# ---- sram_pattern_bist ----
[src/rtl/sram_pattern_bist.sv]
// SRAM pattern self-test controller.
// Writes a mode-selected pattern to every word, then reads each word back and
// compares it, reporting pass/fail, a saturating error count and the first
// failing address. In IDLE/DONE a manual read port presents a switch-set
// address to the SRAM and captures the returned data for display.
module sram_pattern_bist #(
    parameter int ADDR_W = 7,
    parameter int DATA_W = 7,
    parameter int DEPTH  = 128,
    parameter int RD_LAT = 1,
    parameter int CNT_W  = $clog2(DEPTH + 1)
) (
    input  logic              clk,
    input  logic              reset,
    input  logic              start,
    input  logic [1:0]        mode,
    input  logic              manual_en,
    input  logic [ADDR_W-1:0] manual_addr,
    output logic              mem_cs_n,
    output logic              mem_oe_n,
    output logic              mem_rw,
    output logic [ADDR_W-1:0] mem_addr,
    output logic [DATA_W-1:0] mem_wdata,
    input  logic [DATA_W-1:0] mem_rdata,
    output logic              busy,
    output logic              done,
    output logic              pass,
    output logic [CNT_W-1:0]  err_count,
    output logic [ADDR_W-1:0] first_fail,
    output logic [DATA_W-1:0] manual_data
);

    typedef enum logic [2:0] {
        S_IDLE,
        S_W_SETUP,
        S_W_STROBE,
        S_W_HOLD,
        S_R_ISSUE,
        S_R_WAIT,
        S_DONE
    } state_t;

    localparam logic [ADDR_W-1:0] LAST_ADDR = ADDR_W'(DEPTH - 1);
    localparam int                WC_W      = (RD_LAT > 1) ? $clog2(RD_LAT) : 1;
    localparam logic [WC_W-1:0]   LAST_WAIT = WC_W'(RD_LAT - 1);

    // Expected data word for a given pattern mode and address.
    function automatic logic [DATA_W-1:0] pattern_word(input logic [1:0]        m,
                                                       input logic [ADDR_W-1:0] a);
        logic [DATA_W-1:0] av;
        logic [DATA_W-1:0] chk;
        av = DATA_W'(a);
        // "0101.." read MSB first: MSB is 0, bits alternate downwards
        for (int i = 0; i < DATA_W; i++) begin
            chk[i] = (((DATA_W - 1 - i) % 2) == 1);
        end
        case (m)
            2'd0:    pattern_word = {DATA_W{1'b1}} - av;
            2'd1:    pattern_word = av;
            2'd2:    pattern_word = a[0] ? chk : ~chk;
            default: pattern_word = ~av;
        endcase
    endfunction

    // Error counter increment that sticks at all-ones.
    function automatic logic [CNT_W-1:0] sat_inc(input logic [CNT_W-1:0] c);
        sat_inc = (&c) ? c : c + CNT_W'(1);
    endfunction

    state_t            state_q, state_d;
    logic [ADDR_W-1:0] addr_q, addr_d;
    logic [WC_W-1:0]   wait_q, wait_d;
    logic [1:0]        mode_q, mode_d;
    logic              busy_q, busy_d;
    logic              done_q, done_d;
    logic              pass_q, pass_d;
    logic [CNT_W-1:0]  err_q, err_d;
    logic [ADDR_W-1:0] first_fail_q, first_fail_d;
    logic [DATA_W-1:0] manual_data_q, manual_data_d;
    logic              mem_cs_n_q, mem_cs_n_d;
    logic              mem_oe_n_q, mem_oe_n_d;
    logic              mem_rw_q, mem_rw_d;
    logic [ADDR_W-1:0] mem_addr_q, mem_addr_d;
    logic [DATA_W-1:0] mem_wdata_q, mem_wdata_d;

    // Next-state, status and registered bus-control decode.
    always_comb begin
        logic mismatch;
        mismatch      = 1'b0;
        state_d       = state_q;
        addr_d        = addr_q;
        wait_d        = wait_q;
        mode_d        = mode_q;
        busy_d        = busy_q;
        done_d        = done_q;
        pass_d        = pass_q;
        err_d         = err_q;
        first_fail_d  = first_fail_q;
        manual_data_d = manual_data_q;

        case (state_q)
            S_IDLE, S_DONE: begin
                if (start) begin
                    state_d      = S_W_SETUP;
                    addr_d       = '0;
                    mode_d       = mode;
                    busy_d       = 1'b1;
                    done_d       = 1'b0;
                    pass_d       = 1'b0;
                    err_d        = '0;
                    first_fail_d = '0;
                end else if (manual_en) begin
                    manual_data_d = mem_rdata;
                end
            end
            S_W_SETUP:  state_d = S_W_STROBE;
            S_W_STROBE: state_d = S_W_HOLD;
            S_W_HOLD: begin
                if (addr_q == LAST_ADDR) begin
                    state_d = S_R_ISSUE;
                    addr_d  = '0;
                end else begin
                    state_d = S_W_SETUP;
                    addr_d  = addr_q + ADDR_W'(1);
                end
            end
            S_R_ISSUE: begin
                state_d = S_R_WAIT;
                wait_d  = '0;
            end
            S_R_WAIT: begin
                if (wait_q == LAST_WAIT) begin
                    mismatch = (mem_rdata != pattern_word(mode_q, addr_q));
                    if (mismatch) begin
                        err_d = sat_inc(err_q);
                        if (err_q == '0) first_fail_d = addr_q;
                    end
                    if (addr_q == LAST_ADDR) begin
                        // address stays at the last word; no wrap
                        state_d = S_DONE;
                        busy_d  = 1'b0;
                        done_d  = 1'b1;
                        pass_d  = (err_q == '0) && !mismatch;
                    end else begin
                        state_d = S_R_ISSUE;
                        addr_d  = addr_q + ADDR_W'(1);
                    end
                end else begin
                    wait_d = wait_q + WC_W'(1);
                end
            end
            default: state_d = S_IDLE;
        endcase

        // Bus outputs are registered, so they follow the state being entered.
        mem_cs_n_d  = 1'b1;
        mem_oe_n_d  = 1'b1;
        mem_rw_d    = 1'b1;
        mem_addr_d  = mem_addr_q;
        mem_wdata_d = mem_wdata_q;
        case (state_d)
            S_W_SETUP: begin
                mem_rw_d    = 1'b0;
                mem_addr_d  = addr_d;
                mem_wdata_d = pattern_word(mode_d, addr_d);
            end
            S_W_STROBE: begin
                mem_rw_d   = 1'b0;
                mem_cs_n_d = 1'b0;
            end
            S_W_HOLD: mem_rw_d = 1'b0;
            S_R_ISSUE, S_R_WAIT: begin
                mem_cs_n_d = 1'b0;
                mem_oe_n_d = 1'b0;
                mem_addr_d = addr_d;
            end
            S_IDLE, S_DONE: begin
                if (manual_en) begin
                    mem_cs_n_d = 1'b0;
                    mem_oe_n_d = 1'b0;
                    mem_addr_d = manual_addr;
                end
            end
            default: ;
        endcase
    end

    // State and output registers with asynchronous reset.
    always_ff @(posedge clk or posedge reset) begin
        if (reset) begin
            state_q       <= S_IDLE;
            addr_q        <= '0;
            wait_q        <= '0;
            mode_q        <= '0;
            busy_q        <= 1'b0;
            done_q        <= 1'b0;
            pass_q        <= 1'b0;
            err_q         <= '0;
            first_fail_q  <= '0;
            manual_data_q <= '0;
            mem_cs_n_q    <= 1'b1;
            mem_oe_n_q    <= 1'b1;
            mem_rw_q      <= 1'b1;
            mem_addr_q    <= '0;
            mem_wdata_q   <= '0;
        end else begin
            state_q       <= state_d;
            addr_q        <= addr_d;
            wait_q        <= wait_d;
            mode_q        <= mode_d;
            busy_q        <= busy_d;
            done_q        <= done_d;
            pass_q        <= pass_d;
            err_q         <= err_d;
            first_fail_q  <= first_fail_d;
            manual_data_q <= manual_data_d;
            mem_cs_n_q    <= mem_cs_n_d;
            mem_oe_n_q    <= mem_oe_n_d;
            mem_rw_q      <= mem_rw_d;
            mem_addr_q    <= mem_addr_d;
            mem_wdata_q   <= mem_wdata_d;
        end
    end

    assign mem_cs_n    = mem_cs_n_q;
    assign mem_oe_n    = mem_oe_n_q;
    assign mem_rw      = mem_rw_q;
    assign mem_addr    = mem_addr_q;
    assign mem_wdata   = mem_wdata_q;
    assign busy        = busy_q;
    assign done        = done_q;
    assign pass        = pass_q;
    assign err_count   = err_q;
    assign first_fail  = first_fail_q;
    assign manual_data = manual_data_q;

endmodule

[config.mk]
export PLATFORM = sky130hd
export DESIGN_NAME = sram_pattern_bist
export DESIGN_NICKNAME = d
export VERILOG_FILES = /design/src/rtl/sram_pattern_bist.sv
export SDC_FILE = /design/constraint.sdc
export NUM_CORES = 1
export LEC_CHECK = 0
export CORE_ASPECT_RATIO = 2
export CORE_UTILIZATION = 40
export DETAILED_ROUTE_END_ITERATION = 10
export HOLD_SLACK_MARGIN = 0.15
export PLACE_DENSITY = 0.69
export REMOVE_ABC_BUFFERS = 1
export SLEW_MARGIN = 15
export SYNTH_ARGS = -nofsm -noshare
export SYNTH_HDL_FRONTEND = slang
export SYNTH_SLANG_ARGS = --single-unit
[constraint.sdc]
create_clock -name clk -period 3.5 [get_ports clk]
set_input_delay 0.7 -clock clk [delete_from_list [all_inputs] [get_ports clk]]
set_output_delay 0.7 -clock clk [all_outputs]
set_load 0.01 [all_outputs]
sram_pattern_bist, I/O pins on the die edge:
Drawn at 4 px/um. Pins as bars across the die edge, other pins in grey.
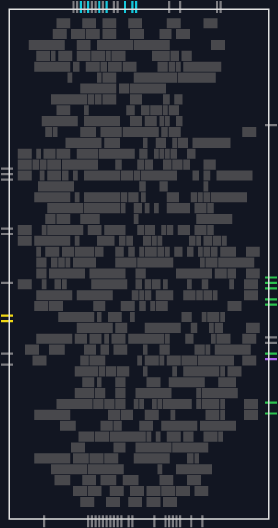
| colour | port | pins | direction | edge |
|---|---|---|---|---|
| green | `err_count` | 8 | output | east |
| yellow | `mode` | 2 | input | west |
| cyan | `mem_addr` | 7 | output | north |
| purple | `pass` | 1 | output | east |
all pins by edge: 21 south, 19 north, 12 east, 10 west
I/O Buffers: 61
Die X: 64.5 um
height of the die: 127 um

sram_pattern_bist, cell outlines without signal wires:
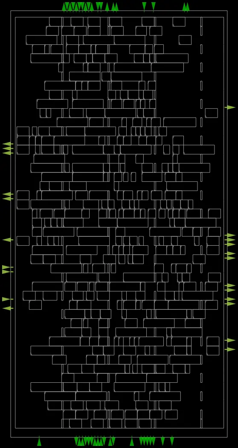
Core Util, Final: 0.525
sequential share of cell area: 0.340
flop count: 54

==> impl_metrics.env <==
# flow metrics
export IMPL_reg2regPathDepth=11
export IMPL_largest_area_cell="dfrtp_1"
export IMPL_grt_pass1_wl_um=12600
export IMPL_min_path_type="flop to flop"
export IMPL_grt_start_max_net_pins=30
export IMPL_cts_made_buffers=5
export IMPL_cts_hold_buffers=0
export IMPL_path_buffers=3
export IMPL_row_count=45
export IMPL_regArea_um2=1360
export IMPL_r2r_start="addr_q[0]"
export IMPL_status="complete, no violations"
export IMPL_ys_seq_share=0.433
export IMPL_cts_sinks=54
export IMPL_hold_ws_ps=479
export IMPL_ys_area_um2=3130
export IMPL_drc=0

# ---- decoder_stream ----
$ cat src/rtl/decoder_pkg.sv
// Shared types for the streaming binary-to-one-hot decoder.
// DECODER_STATS_EN (see decoder_stream) enables the handshake counter that uses STAT_W and sat_inc.
package decoder_pkg;

   typedef enum logic [1:0] {
      EMPTY = 2'd0,
      ONE   = 2'd1,
      TWO   = 2'd2
   } dec_state_t;

   localparam int unsigned STAT_W = 16;

   // Saturating increment for the statistics counter.
   function automatic logic [STAT_W-1:0] sat_inc(input logic [STAT_W-1:0] v);
      return (&v) ? v : v + {{(STAT_W-1){1'b0}}, 1'b1};
   endfunction

endpackage

$ cat src/rtl/decoder_skid.sv
// Two-entry skid buffer: main register drives the output, skid register absorbs one extra word
// so the upstream ready can be registered without losing throughput.
module decoder_skid
   import decoder_pkg::*;
#(
   parameter int unsigned WIDTH = 16
) (
   input  logic             clk,
   input  logic             rst,
   input  logic [WIDTH-1:0] in_word,
   input  logic             in_valid,
   output logic             in_ready,
   output logic [WIDTH-1:0] out_word,
   output logic             out_valid,
   input  logic             out_ready
);

   dec_state_t       state_q, state_d;
   logic [WIDTH-1:0] main_q, main_d;
   logic [WIDTH-1:0] skid_q, skid_d;
   logic             ready_q;
   logic             in_hs;
   logic             out_hs;

   assign in_hs     = in_valid & ready_q;
   assign out_hs    = (state_q != EMPTY) & out_ready;
   assign in_ready  = ready_q;
   assign out_valid = (state_q != EMPTY);
   assign out_word  = main_q;

   always_comb begin
      state_d = state_q;
      main_d  = main_q;
      skid_d  = skid_q;
      unique case (state_q)
         EMPTY: begin
            if (in_hs) begin
               state_d = ONE;
               main_d  = in_word;
            end
         end
         ONE: begin
            if (in_hs && !out_hs) begin
               state_d = TWO;
               skid_d  = in_word;
            end else if (out_hs && !in_hs) begin
               state_d = EMPTY;
            end else if (in_hs && out_hs) begin
               main_d = in_word;
            end
         end
         TWO: begin
            // ready is low here, so only the drain side can move
            if (out_hs) begin
               state_d = ONE;
               main_d  = skid_q;
            end
         end
         default: state_d = EMPTY;
      endcase
   end

   always_ff @(posedge clk or posedge rst) begin
      if (rst) begin
         state_q <= EMPTY;
         main_q  <= '0;
         skid_q  <= '0;
         ready_q <= 1'b1;
      end else begin
         state_q <= state_d;
         main_q  <= main_d;
         skid_q  <= skid_d;
         ready_q <= (state_d != TWO);
      end
   end

endmodule

$ cat src/rtl/decoder_stream.sv
// Streaming binary-to-one-hot decoder with valid/ready on both sides and 1-cycle latency.
// Optional macro DECODER_STATS_EN adds stat_cnt, a saturating count of output handshakes.
module decoder_stream
   import decoder_pkg::*;
#(
   parameter  int unsigned IN_SIZE  = 4,
   localparam int unsigned OUT_SIZE = 1 << IN_SIZE
) (
   input  logic                clk,
   input  logic                rst,
   input  logic [IN_SIZE-1:0]  in_data,
   input  logic                in_enable,
   input  logic                in_valid,
   output logic                in_ready,
   output logic [OUT_SIZE-1:0] out,
   output logic                out_valid,
   input  logic                out_ready
`ifdef DECODER_STATS_EN
   ,
   output logic [STAT_W-1:0]   stat_cnt
`endif
);

   logic [OUT_SIZE-1:0] word;

   // Decoding before the buffer means the buffer only ever stores finished one-hot words.
   always_comb begin
      word = '0;
      if (in_enable) word[in_data] = 1'b1;
   end

   decoder_skid #(
      .WIDTH(OUT_SIZE)
   ) u_skid (
      .clk      (clk),
      .rst      (rst),
      .in_word  (word),
      .in_valid (in_valid),
      .in_ready (in_ready),
      .out_word (out),
      .out_valid(out_valid),
      .out_ready(out_ready)
   );

`ifdef DECODER_STATS_EN
   logic              out_hs;
   logic [STAT_W-1:0] stat_q;

   assign out_hs   = out_valid & out_ready;
   assign stat_cnt = stat_q;

   always_ff @(posedge clk or posedge rst) begin
      if (rst) begin
         stat_q <= '0;
      end else if (out_hs) begin
         stat_q <= sat_inc(stat_q);
      end
   end
`endif

endmodule

$ cat config.mk
export PLATFORM = sky130hd
export DESIGN_NAME = decoder_stream
export DESIGN_NICKNAME = d
export VERILOG_FILES = /design/src/rtl/decoder_pkg.sv /design/src/rtl/decoder_skid.sv /design/src/rtl/decoder_stream.sv
export SDC_FILE = /design/constraint.sdc
export NUM_CORES = 1
export LEC_CHECK = 0
export CORE_MARGIN = 4
export CORE_UTILIZATION = 39
export CTS_CLUSTER_SIZE = 24
export DETAILED_ROUTE_END_ITERATION = 16
export PLACE_DENSITY = 0.66
export SETUP_SLACK_MARGIN = 0.15
export SLEW_MARGIN = 5
export SYNTH_ARGS = -nofsm -noshare
export SYNTH_HDL_FRONTEND = slang
export SYNTH_SLANG_ARGS = --single-unit
export TNS_END_PERCENT = 100
$ cat constraint.sdc
create_clock -name clk -period 5 [get_ports clk]
set_input_delay 0.5 -clock clk [delete_from_list [all_inputs] [get_ports clk]]
set_output_delay 0.5 -clock clk [all_outputs]
set_load 0.01 [all_outputs]
decoder_stream, signal wires on met2:
Drawn at 4 px/um.
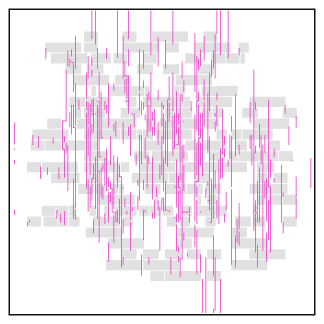
wire length on this layer: 1,870 um
share of all routed wire: 50%
longest straight run: 40.1 um
nets with wire on the layer: 168
Routed WL: 3760 um
met2 Usage GRT: 0.219
DR vias: 1,256

decoder_stream, I/O pins on the die edge:
Drawn at 6 px/um. Pins as bars across the die edge, other pins in grey.
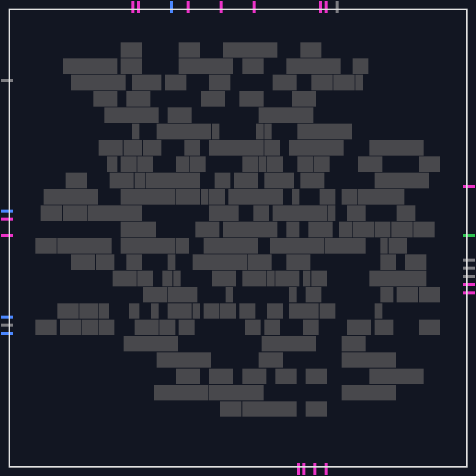
| colour | port | pins | direction | edge |
|---|---|---|---|---|
| green | `out_valid` | 1 | output | east |
| blue | `in_data` | 4 | input | 3 west, 1 north |
| magenta | `out` | 16 | output | 7 north, 4 south, 3 east, 2 west |

==> impl_metrics.env <==
# flow metrics
export IMPL_status="complete, no violations"
export IMPL_postPlaceCellArea_um2=2060
export IMPL_pwr_density_cell_nw_per_um2=359
export IMPL_row_count=24
export IMPL_grt_overflow=0
export IMPL_r2r_start="u_skid.state_q[1]"
export IMPL_dp_worst_setup_slack_ps=2500
export IMPL_io_pins=27
export IMPL_hp_start="u_skid.out_word[14]"
export IMPL_drt_pass1_iter_count=4
export IMPL_clk_power_mw=0.199
export IMPL_cts_setup_buffers=0
export IMPL_hold_viol_final=0
export IMPL_wl_met1_um=1670
export IMPL_ys_dominant_reg_cell="dfrtp_1"
export IMPL_drc=0
export IMPL_tightest_slew_ps=1200
export IMPL_swShare=0.307
export IMPL_clock_power_share=0.259
export IMPL_syn_avg_cell_area_um2=12.0
export IMPL_antenna_left=0
export IMPL_p_comb_frac=0.268
export IMPL_crit_start="u_skid.state_q[1]"
export IMPL_antenna_found_initial=0
export IMPL_cp_start_kind="flop"
export IMPL_logic_area_um2=846
export IMPL_clk_path_buf_depth=2
export IMPL_final_layout_size_suffix_gt1_frac=0.250
export IMPL_final_cell_mix="34 x dfrtp_1, 32 x mux2_2, 26 x clkdlybuf4s50_1, 19 x nand3b_1"
export IMPL_grt_setup_unrepaired="false"
export IMPL_post_synth_num_cell_types=25
export IMPL_diodes=0
export IMPL_reg2regPathDepth=3
export IMPL_htree_num_levels=2
export IMPL_top_layer="met4"
export IMPL_clock_area_frac=0.0374
export IMPL_cts_sinks=35
export IMPL_final_cells=224
export IMPL_port_buffers=26


==> gallery <==
Close-up of the layout.
picture 1
Region (12, 44) to (52, 84) um. Cells in grey, sequential cells in the stronger grey; small squares are vias.
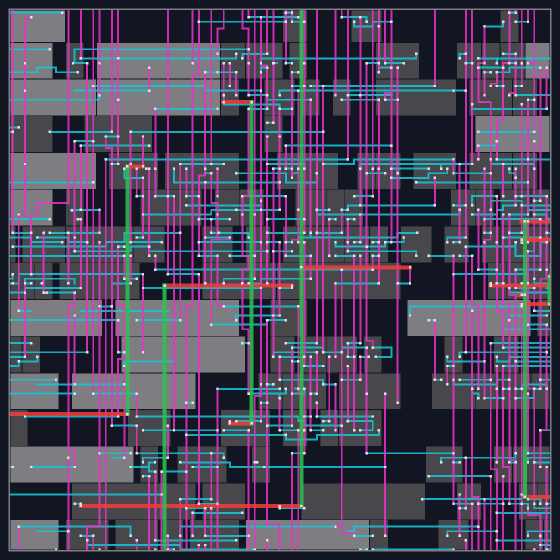
picture 2
Region (18, 18) to (58, 58) um. Cells in grey, sequential cells in the stronger grey; small squares are vias.
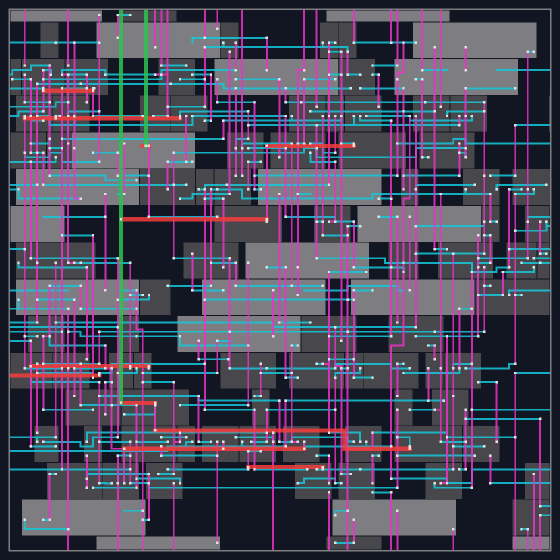
Picture 1 comes from sram_pattern_bist.
Picture 2 comes from decoder_stream.

